# block 1

Fig. 1: block 1, met2 routing
Scale bar: 50 um. Cells faint in the background.
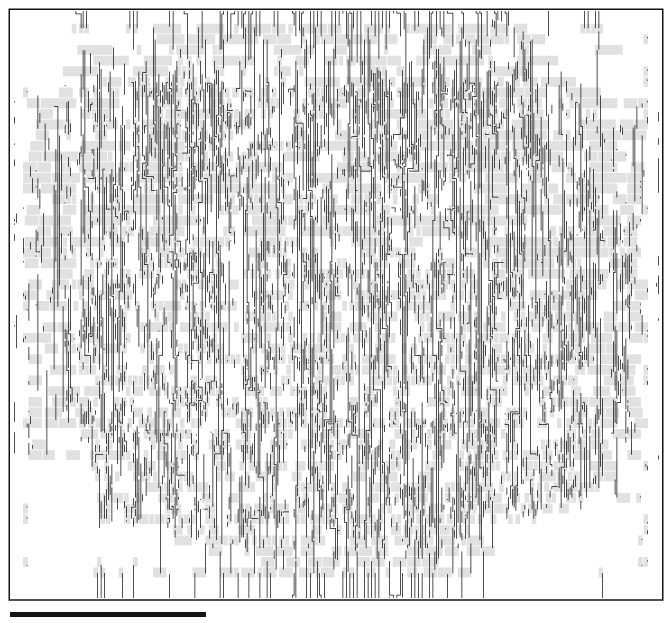

[config.mk]
export PLATFORM = sky130hd
export DESIGN_NAME = pc_ctrl
export DESIGN_NICKNAME = d
export VERILOG_FILES = /design/src/rtl/constants.sv /design/src/rtl/riscv_pkg.sv /design/src/rtl/branch_cond.sv /design/src/rtl/pc_ctrl.sv
export SDC_FILE = /design/constraint.sdc
export NUM_CORES = 1
export LEC_CHECK = 0
export ABC_AREA = 1
export CAP_MARGIN = 30
export CORE_ASPECT_RATIO = 0.9
export CORE_MARGIN = 3
export CORE_UTILIZATION = 40
export CTS_CLUSTER_DIAMETER = 100
export DETAILED_ROUTE_END_ITERATION = 7
export PLACE_DENSITY = 0.67
export SLEW_MARGIN = 15
export SYNTH_ARGS = -nofsm -noshare
export SYNTH_HDL_FRONTEND = slang
export SYNTH_SLANG_ARGS = --single-unit
[constraint.sdc]
create_clock -name clk_i -period 2.65 [get_ports clk_i]
set_input_delay 0.3975 -clock clk_i [delete_from_list [all_inputs] [get_ports clk_i]]
set_output_delay 0.3975 -clock clk_i [all_outputs]
set_load 0.05 [all_outputs]
[src/rtl/constants.sv]
// Default reset and trap vectors for the PC controller.
package constants_pkg;

  localparam logic [31:0] RESET_VEC_DEFAULT = 32'h0000_0000;
  localparam logic [31:0] TRAP_VEC_DEFAULT  = 32'h0000_0100;

endpackage

[src/rtl/riscv_pkg.sv]
// Shared RV32I control definitions: PC controller state and branch funct3 codes.
package riscv_pkg;

  typedef enum logic [1:0] {
    PC_BOOT = 2'd0,
    PC_RUN  = 2'd1,
    PC_TRAP = 2'd2
  } pc_state_e;

  localparam logic [2:0] F3_BEQ  = 3'b000;
  localparam logic [2:0] F3_BNE  = 3'b001;
  localparam logic [2:0] F3_BLT  = 3'b100;
  localparam logic [2:0] F3_BGE  = 3'b101;
  localparam logic [2:0] F3_BLTU = 3'b110;
  localparam logic [2:0] F3_BGEU = 3'b111;

  // A redirect target must be word aligned since there is no C extension.
  function automatic logic is_word_aligned(input logic [31:0] addr);
    return addr[1:0] == 2'b00;
  endfunction

endpackage

[src/rtl/branch_cond.sv]
// Maps funct3 plus comparator flags onto the conditional-branch taken condition.
module branch_cond
  import riscv_pkg::*;
(
  input  logic [2:0] funct3_i,
  input  logic       br_less_i,
  input  logic       br_equal_i,
  output logic       cond_o
);

  // Codes 010/011 are not branches; they evaluate false so they never redirect.
  always_comb begin
    cond_o = 1'b0;
    case (funct3_i)
      F3_BEQ:           cond_o = br_equal_i;
      F3_BNE:           cond_o = !br_equal_i;
      F3_BLT, F3_BLTU:  cond_o = br_less_i;
      F3_BGE, F3_BGEU:  cond_o = !br_less_i;
      default:          cond_o = 1'b0;
    endcase
  end

endmodule

[src/rtl/pc_ctrl.sv]
// Program-counter controller: branch/JAL/JALR redirect, boot bubble, misaligned trap.
// Optional perf counters enabled by defining PC_PERF_EN.
module pc_ctrl
  import riscv_pkg::*;
#(
  parameter logic [31:0] RESET_VEC = constants_pkg::RESET_VEC_DEFAULT,
  parameter logic [31:0] TRAP_VEC  = constants_pkg::TRAP_VEC_DEFAULT
) (
  input  logic        clk_i,
  input  logic        rst_ni,
  input  logic        stall_i,
  input  logic        is_branch_i,
  input  logic        is_jal_i,
  input  logic        is_jalr_i,
  input  logic [2:0]  funct3_i,
  input  logic [31:0] imm_i,
  input  logic [31:0] rs1_data_i,
  input  logic        br_less_i,
  input  logic        br_equal_i,
  output logic        br_unsigned_o,
  output logic [31:0] pc_o,
  output logic [31:0] pc_four_o,
  output logic        pc_valid_o,
  output logic        br_taken_o,
  output logic        trap_o,
  output logic [31:0] trap_tval_o,
  output logic [31:0] branch_cnt_o,
  output logic [31:0] taken_cnt_o
);

  pc_state_e   state_q, state_d;
  logic [31:0] pc_q, pc_d;
  logic [31:0] tval_q, tval_d;

  logic        active;
  logic        condTrue;
  logic        redirect;
  logic        misaligned;
  logic [31:0] pcFour;
  logic [31:0] pcPlusImm;
  logic [31:0] jalrSum;
  logic [31:0] target;

  branch_cond u_branch_cond (
    .funct3_i   (funct3_i),
    .br_less_i  (br_less_i),
    .br_equal_i (br_equal_i),
    .cond_o     (condTrue)
  );

  assign active    = (state_q == PC_RUN) && !stall_i;
  assign pcFour    = pc_q + 32'd4;
  assign pcPlusImm = pc_q + imm_i;
  assign jalrSum   = rs1_data_i + imm_i;

  // JAL wins over JALR, which wins over a conditional branch.
  always_comb begin
    redirect = 1'b0;
    target   = pcPlusImm;
    if (is_jal_i) begin
      redirect = 1'b1;
    end else if (is_jalr_i) begin
      redirect = 1'b1;
      target   = {jalrSum[31:1], 1'b0};
    end else if (is_branch_i) begin
      redirect = condTrue;
    end
  end

  assign br_taken_o = active && redirect;
  assign misaligned = br_taken_o && !is_word_aligned(target);

  always_comb begin
    state_d = state_q;
    pc_d    = pc_q;
    tval_d  = tval_q;
    case (state_q)
      PC_BOOT: state_d = PC_RUN;
      PC_RUN: begin
        if (!stall_i) begin
          if (misaligned) begin
            state_d = PC_TRAP;
            pc_d    = TRAP_VEC;
            tval_d  = target;
          end else if (br_taken_o) begin
            pc_d = target;
          end else begin
            pc_d = pcFour;
          end
        end
      end
      PC_TRAP: state_d = PC_RUN;
      default: state_d = PC_BOOT;
    endcase
  end

  always_ff @(posedge clk_i or negedge rst_ni) begin
    if (!rst_ni) begin
      state_q <= PC_BOOT;
      pc_q    <= RESET_VEC;
      tval_q  <= 32'd0;
    end else begin
      state_q <= state_d;
      pc_q    <= pc_d;
      tval_q  <= tval_d;
    end
  end

  assign br_unsigned_o = funct3_i[1];
  assign pc_o          = pc_q;
  assign pc_four_o     = pcFour;
  assign pc_valid_o    = (state_q == PC_RUN);
  assign trap_o        = (state_q == PC_TRAP);
  assign trap_tval_o   = tval_q;

`ifdef PC_PERF_EN
  logic [31:0] branchCnt_q;
  logic [31:0] takenCnt_q;

  // A misaligned taken branch still retires as a taken branch for counting.
  always_ff @(posedge clk_i or negedge rst_ni) begin
    if (!rst_ni) begin
      branchCnt_q <= 32'd0;
      takenCnt_q  <= 32'd0;
    end else if (active && is_branch_i) begin
      branchCnt_q <= branchCnt_q + 32'd1;
      if (condTrue) begin
        takenCnt_q <= takenCnt_q + 32'd1;
      end
    end
  end

  assign branch_cnt_o = branchCnt_q;
  assign taken_cnt_o  = takenCnt_q;
`else
  assign branch_cnt_o = 32'd0;
  assign taken_cnt_o  = 32'd0;
`endif

endmodule
# block 2

## src/rtl/cpu_controller.sv

```systemverilog
// cpu_controller -- eight-phase instruction sequencer for the 8-bit RISC CPU.
// Steps through the fetch/execute phases and drives the PC, IR, accumulator
// and memory strobes. It also holds the halt state and counts retired
// instructions.
//
// Optional feature macro: CTRL_RESUME_EN
//   When defined, a `resume` input releases the halt state. The HLT
//   instruction then completes as a no-op and is counted as retired.
//   When undefined, only reset or load leave the halt state.
//
// phase | name       | meaning
// ------+------------+-----------------------------------------------
//   0   | INST_ADDR  | PC drives the address bus
//   1   | INST_FETCH | read the instruction word
//   2   | INST_LOAD  | load the instruction register
//   3   | IDLE       | hold the IR load while the bus settles
//   4   | OP_ADDR    | advance the PC, or halt on HLT
//   5   | OP_FETCH   | read the operand for ALU-class opcodes
//   6   | ALU_OP     | skip / jump / store setup
//   7   | STORE      | accumulator load, memory write, jump commit
//
// A separate halted flag freezes the sequencer at OP_ADDR.

module cpu_controller (
  input  logic       clock,
  input  logic       reset,
  input  logic       enable,
  input  logic       load,
  input  logic [2:0] opcode,
  input  logic       zero,
`ifdef CTRL_RESUME_EN
  input  logic       resume,
`endif
  output logic [2:0] phase,
  output logic       sel,
  output logic       rd,
  output logic       ld_ir,
  output logic       inc_pc,
  output logic       ld_pc,
  output logic       halt,
  output logic       data_e,
  output logic       ld_ac,
  output logic       wr,
  output logic [7:0] icount
);

  localparam logic [2:0] P_INST_ADDR  = 3'd0;
  localparam logic [2:0] P_INST_FETCH = 3'd1;
  localparam logic [2:0] P_INST_LOAD  = 3'd2;
  localparam logic [2:0] P_IDLE       = 3'd3;
  localparam logic [2:0] P_OP_ADDR    = 3'd4;
  localparam logic [2:0] P_OP_FETCH   = 3'd5;
  localparam logic [2:0] P_ALU_OP     = 3'd6;
  localparam logic [2:0] P_STORE      = 3'd7;

  localparam logic [2:0] OP_HLT = 3'b000;
  localparam logic [2:0] OP_SKZ = 3'b001;
  localparam logic [2:0] OP_ADD = 3'b010;
  localparam logic [2:0] OP_AND = 3'b011;
  localparam logic [2:0] OP_XOR = 3'b100;
  localparam logic [2:0] OP_LDA = 3'b101;
  localparam logic [2:0] OP_STO = 3'b110;
  localparam logic [2:0] OP_JMP = 3'b111;

  logic [2:0] phase_q, phase_d;
  logic       halted_q, halted_d;
  logic [7:0] icount_q, icount_d;

  logic resume_req;
  logic alu_op, is_hlt, is_skz, is_jmp, is_sto;
  logic resume_go, halt_entry;

`ifdef CTRL_RESUME_EN
  assign resume_req = resume;
`else
  assign resume_req = 1'b0;
`endif

  // Opcode classes used by the phase decode
  assign alu_op = (opcode == OP_ADD) || (opcode == OP_AND) ||
                  (opcode == OP_XOR) || (opcode == OP_LDA);
  assign is_hlt = (opcode == OP_HLT);
  assign is_skz = (opcode == OP_SKZ);
  assign is_jmp = (opcode == OP_JMP);
  assign is_sto = (opcode == OP_STO);

  // Resume acts in the cycle it is seen; halt entry only from an enabled OP_ADDR
  assign resume_go  = halted_q && enable && resume_req;
  assign halt_entry = !halted_q && enable && (phase_q == P_OP_ADDR) && is_hlt;

  // State register with synchronous reset
  always_ff @(posedge clock) begin
    if (reset) begin
      phase_q  <= P_INST_ADDR;
      halted_q <= 1'b0;
      icount_q <= 8'd0;
    end else begin
      phase_q  <= phase_d;
      halted_q <= halted_d;
      icount_q <= icount_d;
    end
  end

  // Next-state: load > halt/resume > normal advance; disabled cycles hold
  always_comb begin
    phase_d  = phase_q;
    halted_d = halted_q;
    icount_d = icount_q;
    if (load) begin
      phase_d  = P_INST_ADDR;
      halted_d = 1'b0;
    end else if (halted_q) begin
      if (resume_go) begin
        halted_d = 1'b0;
        phase_d  = P_OP_FETCH;
      end
    end else if (enable) begin
      if (halt_entry) begin
        halted_d = 1'b1;
      end else begin
        phase_d = phase_q + 3'd1;
      end
      if (phase_q == P_STORE) begin
        icount_d = icount_q + 8'd1;
      end
    end
  end

  // Strobe decode; reset and load force the fetch-address default
  always_comb begin
    sel    = 1'b0;
    rd     = 1'b0;
    ld_ir  = 1'b0;
    inc_pc = 1'b0;
    ld_pc  = 1'b0;
    halt   = 1'b0;
    data_e = 1'b0;
    ld_ac  = 1'b0;
    wr     = 1'b0;
    if (reset || load) begin
      sel = 1'b1;
    end else if (halted_q) begin
      // Resume advances the PC past the HLT in the same cycle it releases halt
      if (resume_go) begin
        inc_pc = 1'b1;
      end else begin
        halt = 1'b1;
      end
    end else if (!enable) begin
      // Only the address mux keeps following the phase while stalled
      sel = (phase_q <= P_IDLE);
    end else begin
      case (phase_q)
        P_INST_ADDR: begin
          sel = 1'b1;
        end
        P_INST_FETCH: begin
          sel = 1'b1;
          rd  = 1'b1;
        end
        P_INST_LOAD, P_IDLE: begin
          sel   = 1'b1;
          rd    = 1'b1;
          ld_ir = 1'b1;
        end
        P_OP_ADDR: begin
          if (is_hlt) begin
            halt = 1'b1;
          end else begin
            inc_pc = 1'b1;
          end
        end
        P_OP_FETCH: begin
          rd = alu_op;
        end
        P_ALU_OP: begin
          rd     = alu_op;
          inc_pc = is_skz && zero;
          ld_pc  = is_jmp;
          data_e = is_sto;
        end
        default: begin
          rd     = alu_op;
          ld_ac  = alu_op;
          inc_pc = is_jmp;
          ld_pc  = is_jmp;
          data_e = is_sto;
          wr     = is_sto;
        end
      endcase
    end
  end

  assign phase  = phase_q;
  assign icount = icount_q;

endmodule

```

## config.mk

```make
export PLATFORM = sky130hd
export DESIGN_NAME = cpu_controller
export DESIGN_NICKNAME = d
export VERILOG_FILES = /design/src/rtl/cpu_controller.sv
export SDC_FILE = /design/constraint.sdc
export NUM_CORES = 1
export LEC_CHECK = 0
export ABC_AREA = 1
export CAP_MARGIN = 20
export CORE_MARGIN = 1
export CORE_UTILIZATION = 40
export CTS_BUF_LIST = sky130_fd_sc_hd__clkbuf_8 sky130_fd_sc_hd__clkbuf_16
export DETAILED_ROUTE_END_ITERATION = 7
export PLACE_DENSITY = 0.7
export SYNTH_ARGS = -nofsm -noshare
export SYNTH_HDL_FRONTEND = slang
export SYNTH_SLANG_ARGS = --single-unit
```

## constraint.sdc

```tcl
create_clock -name clock -period 1.4 [get_ports clock]
set_input_delay 0.28 -clock clock [delete_from_list [all_inputs] [get_ports clock]]
set_output_delay 0.28 -clock clock [all_outputs]
set_load 0.01 [all_outputs]
```

Fig. 2: block 1, metal 1
Scale bar: 50 um. Supply wires on this layer in gray. Cells faint in the background.
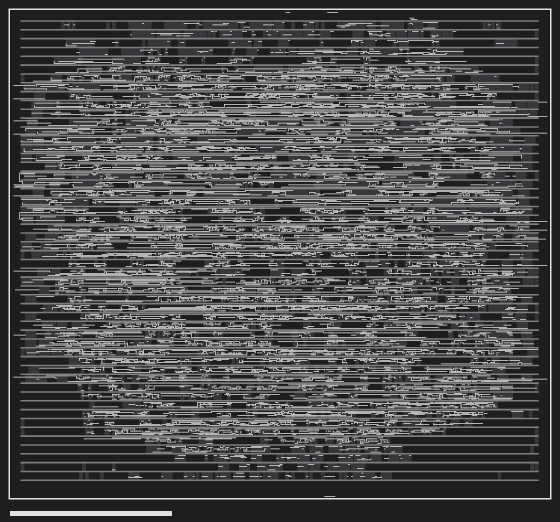
The longest straight run is 67.2 um. 1922 nets have wire on it.

About Fig. 1:
1619 nets have wire on it. The wires run mostly vertical. The layer holds 43% of the routed length. The longest straight run is 75.8 um. The layer carries 15200 um of wire.

==> flow_metrics.tcl, block 1 <==
# metrics dict for downstream scripts
set metrics [dict create \
    htreeDepth 3 \
    clockNetworkAreaShare 0.02428 \
    routed-via-count 10922 \
    design.seq.count 66 \
    synth.mux.area_fraction 0.002165 \
    dp_worst_setup_slack_ns -0.1765 \
    pwr.group.sequential_mw 2.18 \
    worstSetupEndpointType "output port" \
    yosys.stat.chipArea_um2 9249 \
    cts.sinks 66 \
    synth_register_bits 66 \
    power_switching_share 0.5687 \
    postCtsSetupBuffers 0 \
    synth_sequential_area_ratio 0.1786 \
    netlist_top_cells_area "sky130_fd_sc_hd__nand2_1, sky130_fd_sc_hd__dfrtp_1, sky130_fd_sc_hd__inv_1" \
    flow.area_growth_from_synthesis_pct 35.40 \
    grt_pass1_vias 9923 \
    comb-cell-share 0.4929 \
    gr-total-overflow 0 \
    die_h_um 150.3 \
    status "finished, final reports clean" \
    clock_power_share 0.092 \
]
==> block 1: layer usage <==
| layer | share of wire | global-route usage | up-vias |
|---|---|---|---|
| met5 | 0 | 0 | - |
| met4 | 0.028 | 0.07010 | 0 |
| met3 | 0.082 | 0.04516 | 52 |
| met2 | 0.43 | 0.4287 | 475 |
| met1 | 0.46 | 0.3825 | 4813 |
| li1 | - | - | 5582 |
==> block 1: worst max-delay path, cell delays in order, from the launching register on <==
cell and delay [ns]:
sky130_fd_sc_hd__dfrtp_1 0.51, sky130_fd_sc_hd__inv_1 0.14, sky130_fd_sc_hd__nor3_1 0.25, sky130_fd_sc_hd__nand2_1 0.14
sky130_fd_sc_hd__nor2_1 0.24, sky130_fd_sc_hd__nand2_1 0.15, sky130_fd_sc_hd__xor2_1 0.16, sky130_fd_sc_hd__inv_1 0.15
sky130_fd_sc_hd__buf_12 0.16
==> block 1: stage by stage <==
stage               cells  hold slack [ns]  cell area, um2
floorplan            1735           0.1019            9493
global placement     2236           0.4423           12120
detailed placement   2236           0.4456           12120
CTS                  2252          0.09759           12430
global route         2255          0.09688           12520
finish               2255          0.05984           12520
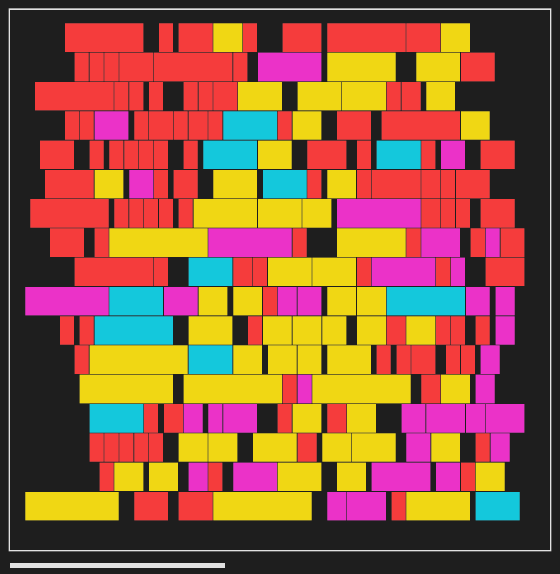
Fig. 3. Drive-strength map (block 2).
Scale bar: 20 um.
_0 and _1 cells: shown in red, cells 109, most used nand2_1. _2 cells: shown in magenta, cells 35, most used buf_2. _3 and _4 cells: shown in yellow, cells 56, most used buf_4. _6 and larger: shown in cyan, cells 11, most used buf_6.

==> flow_metrics.tcl, block 2 <==
# metrics dict for downstream scripts
set metrics [dict create \
    grt_most_used_layer "met2" \
    total_detailed_routing_wirelength_mm 3.290 \
    final_critical_path_setup_slack_ns -0.4161 \
    ws_path_type "reg2out" \
    antenna-diode-count 0 \
    status "complete, but fails checks" \
    fraction_of_met3_tracks_used_by_global_routing 0.03939 \
    hpwlAfterDp_mm 1.973 \
    die_area_um2 2518 \
    grt_max_degree 8 \
    post-synth-top-area-fraction 0.2588 \
    min_delay_path_depth 3 \
    maxSlewViolCount 0 \
    synth.cellmix.compoundShare 0.06873 \
    violations "setup timing" \
    post-route-min-period_ns 1.816 \
    critical_path.top_delay_family "flip-flops" \
    p_sw_uw 266.2 \
    report.power.total_uw 963.9 \
    vias_per_cell 4.962 \
    clk_transition_reported_paths_ns 0.06 \
    critical_path_buf_inv_count 3 \
    critical-path-slowest-cell "sky130_fd_sc_hd__dfxtp_4" \
    clock_power_share 0.409 \
    finalSetupViolations 15 \
    cts_buffers 3 \
    use_met2 0.4578 \
    crit_required_ns 1.12 \
]
block 2: stage by stage:
step / utilization / std cells / TNS (ns)
floorplan: - / 144 / 0
global placement: 0.6670 / 225 / -7.115
detailed placement: 0.6670 / 225 / -7.567
CTS: 0.7607 / 237 / -1.741
global route: 0.8007 / 239 / -3.473
finish: 0.8007 / 239 / -2.353
block 2: what timing repair did:
item | in CTS | in global routing
endpoints found under the setup margin | 23 | 20
pin swaps | 19 | 11
setup buffers | 8 | 2
gates resized | 91 | 19
block 2: area by class of cell:
class | count | area [um2] | share of cell area
clock buffer | 4 | 55.05 | 0.03138
inverter | 28 | 115.1 | 0.06562
multi-input combinational | 104 | 774.5 | 0.4415
sequential | 12 | 251.5 | 0.1434
tap | 28 | 35.03 | 0.01997
timing repair buffer | 63 | 523.0 | 0.2981
block 2: synthesized netlist by cell type (all sizes together) (2+ instances only):
cell	count
ha	7
dfxtp	12
nand4	4
a21oi	4
nand2	39
nor3	5
xor2	2
nand3	4
o21ai	8
nor2	30
inv	27
block 2: kinds of logic after synthesis:
| family | after synthesis |
|---|---|
| compound gates | 12 |
| xor+xnor | 2 |
| buf+inv | 28 |
| flops | 12 |
| fa+ha+maj | 7 |
| simple gates | 83 |


## Gallery

Congestion heat map.
Plate I
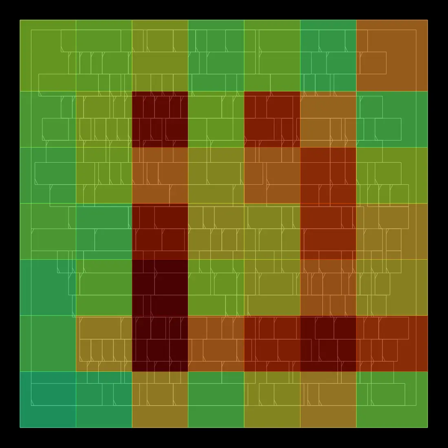
Plate II
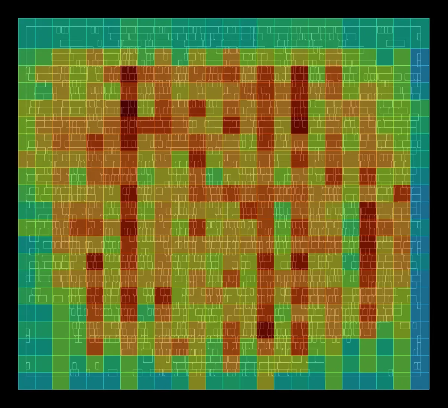
Plate I: block 2
Plate II: block 1
Of these, highest utilization: Plate I

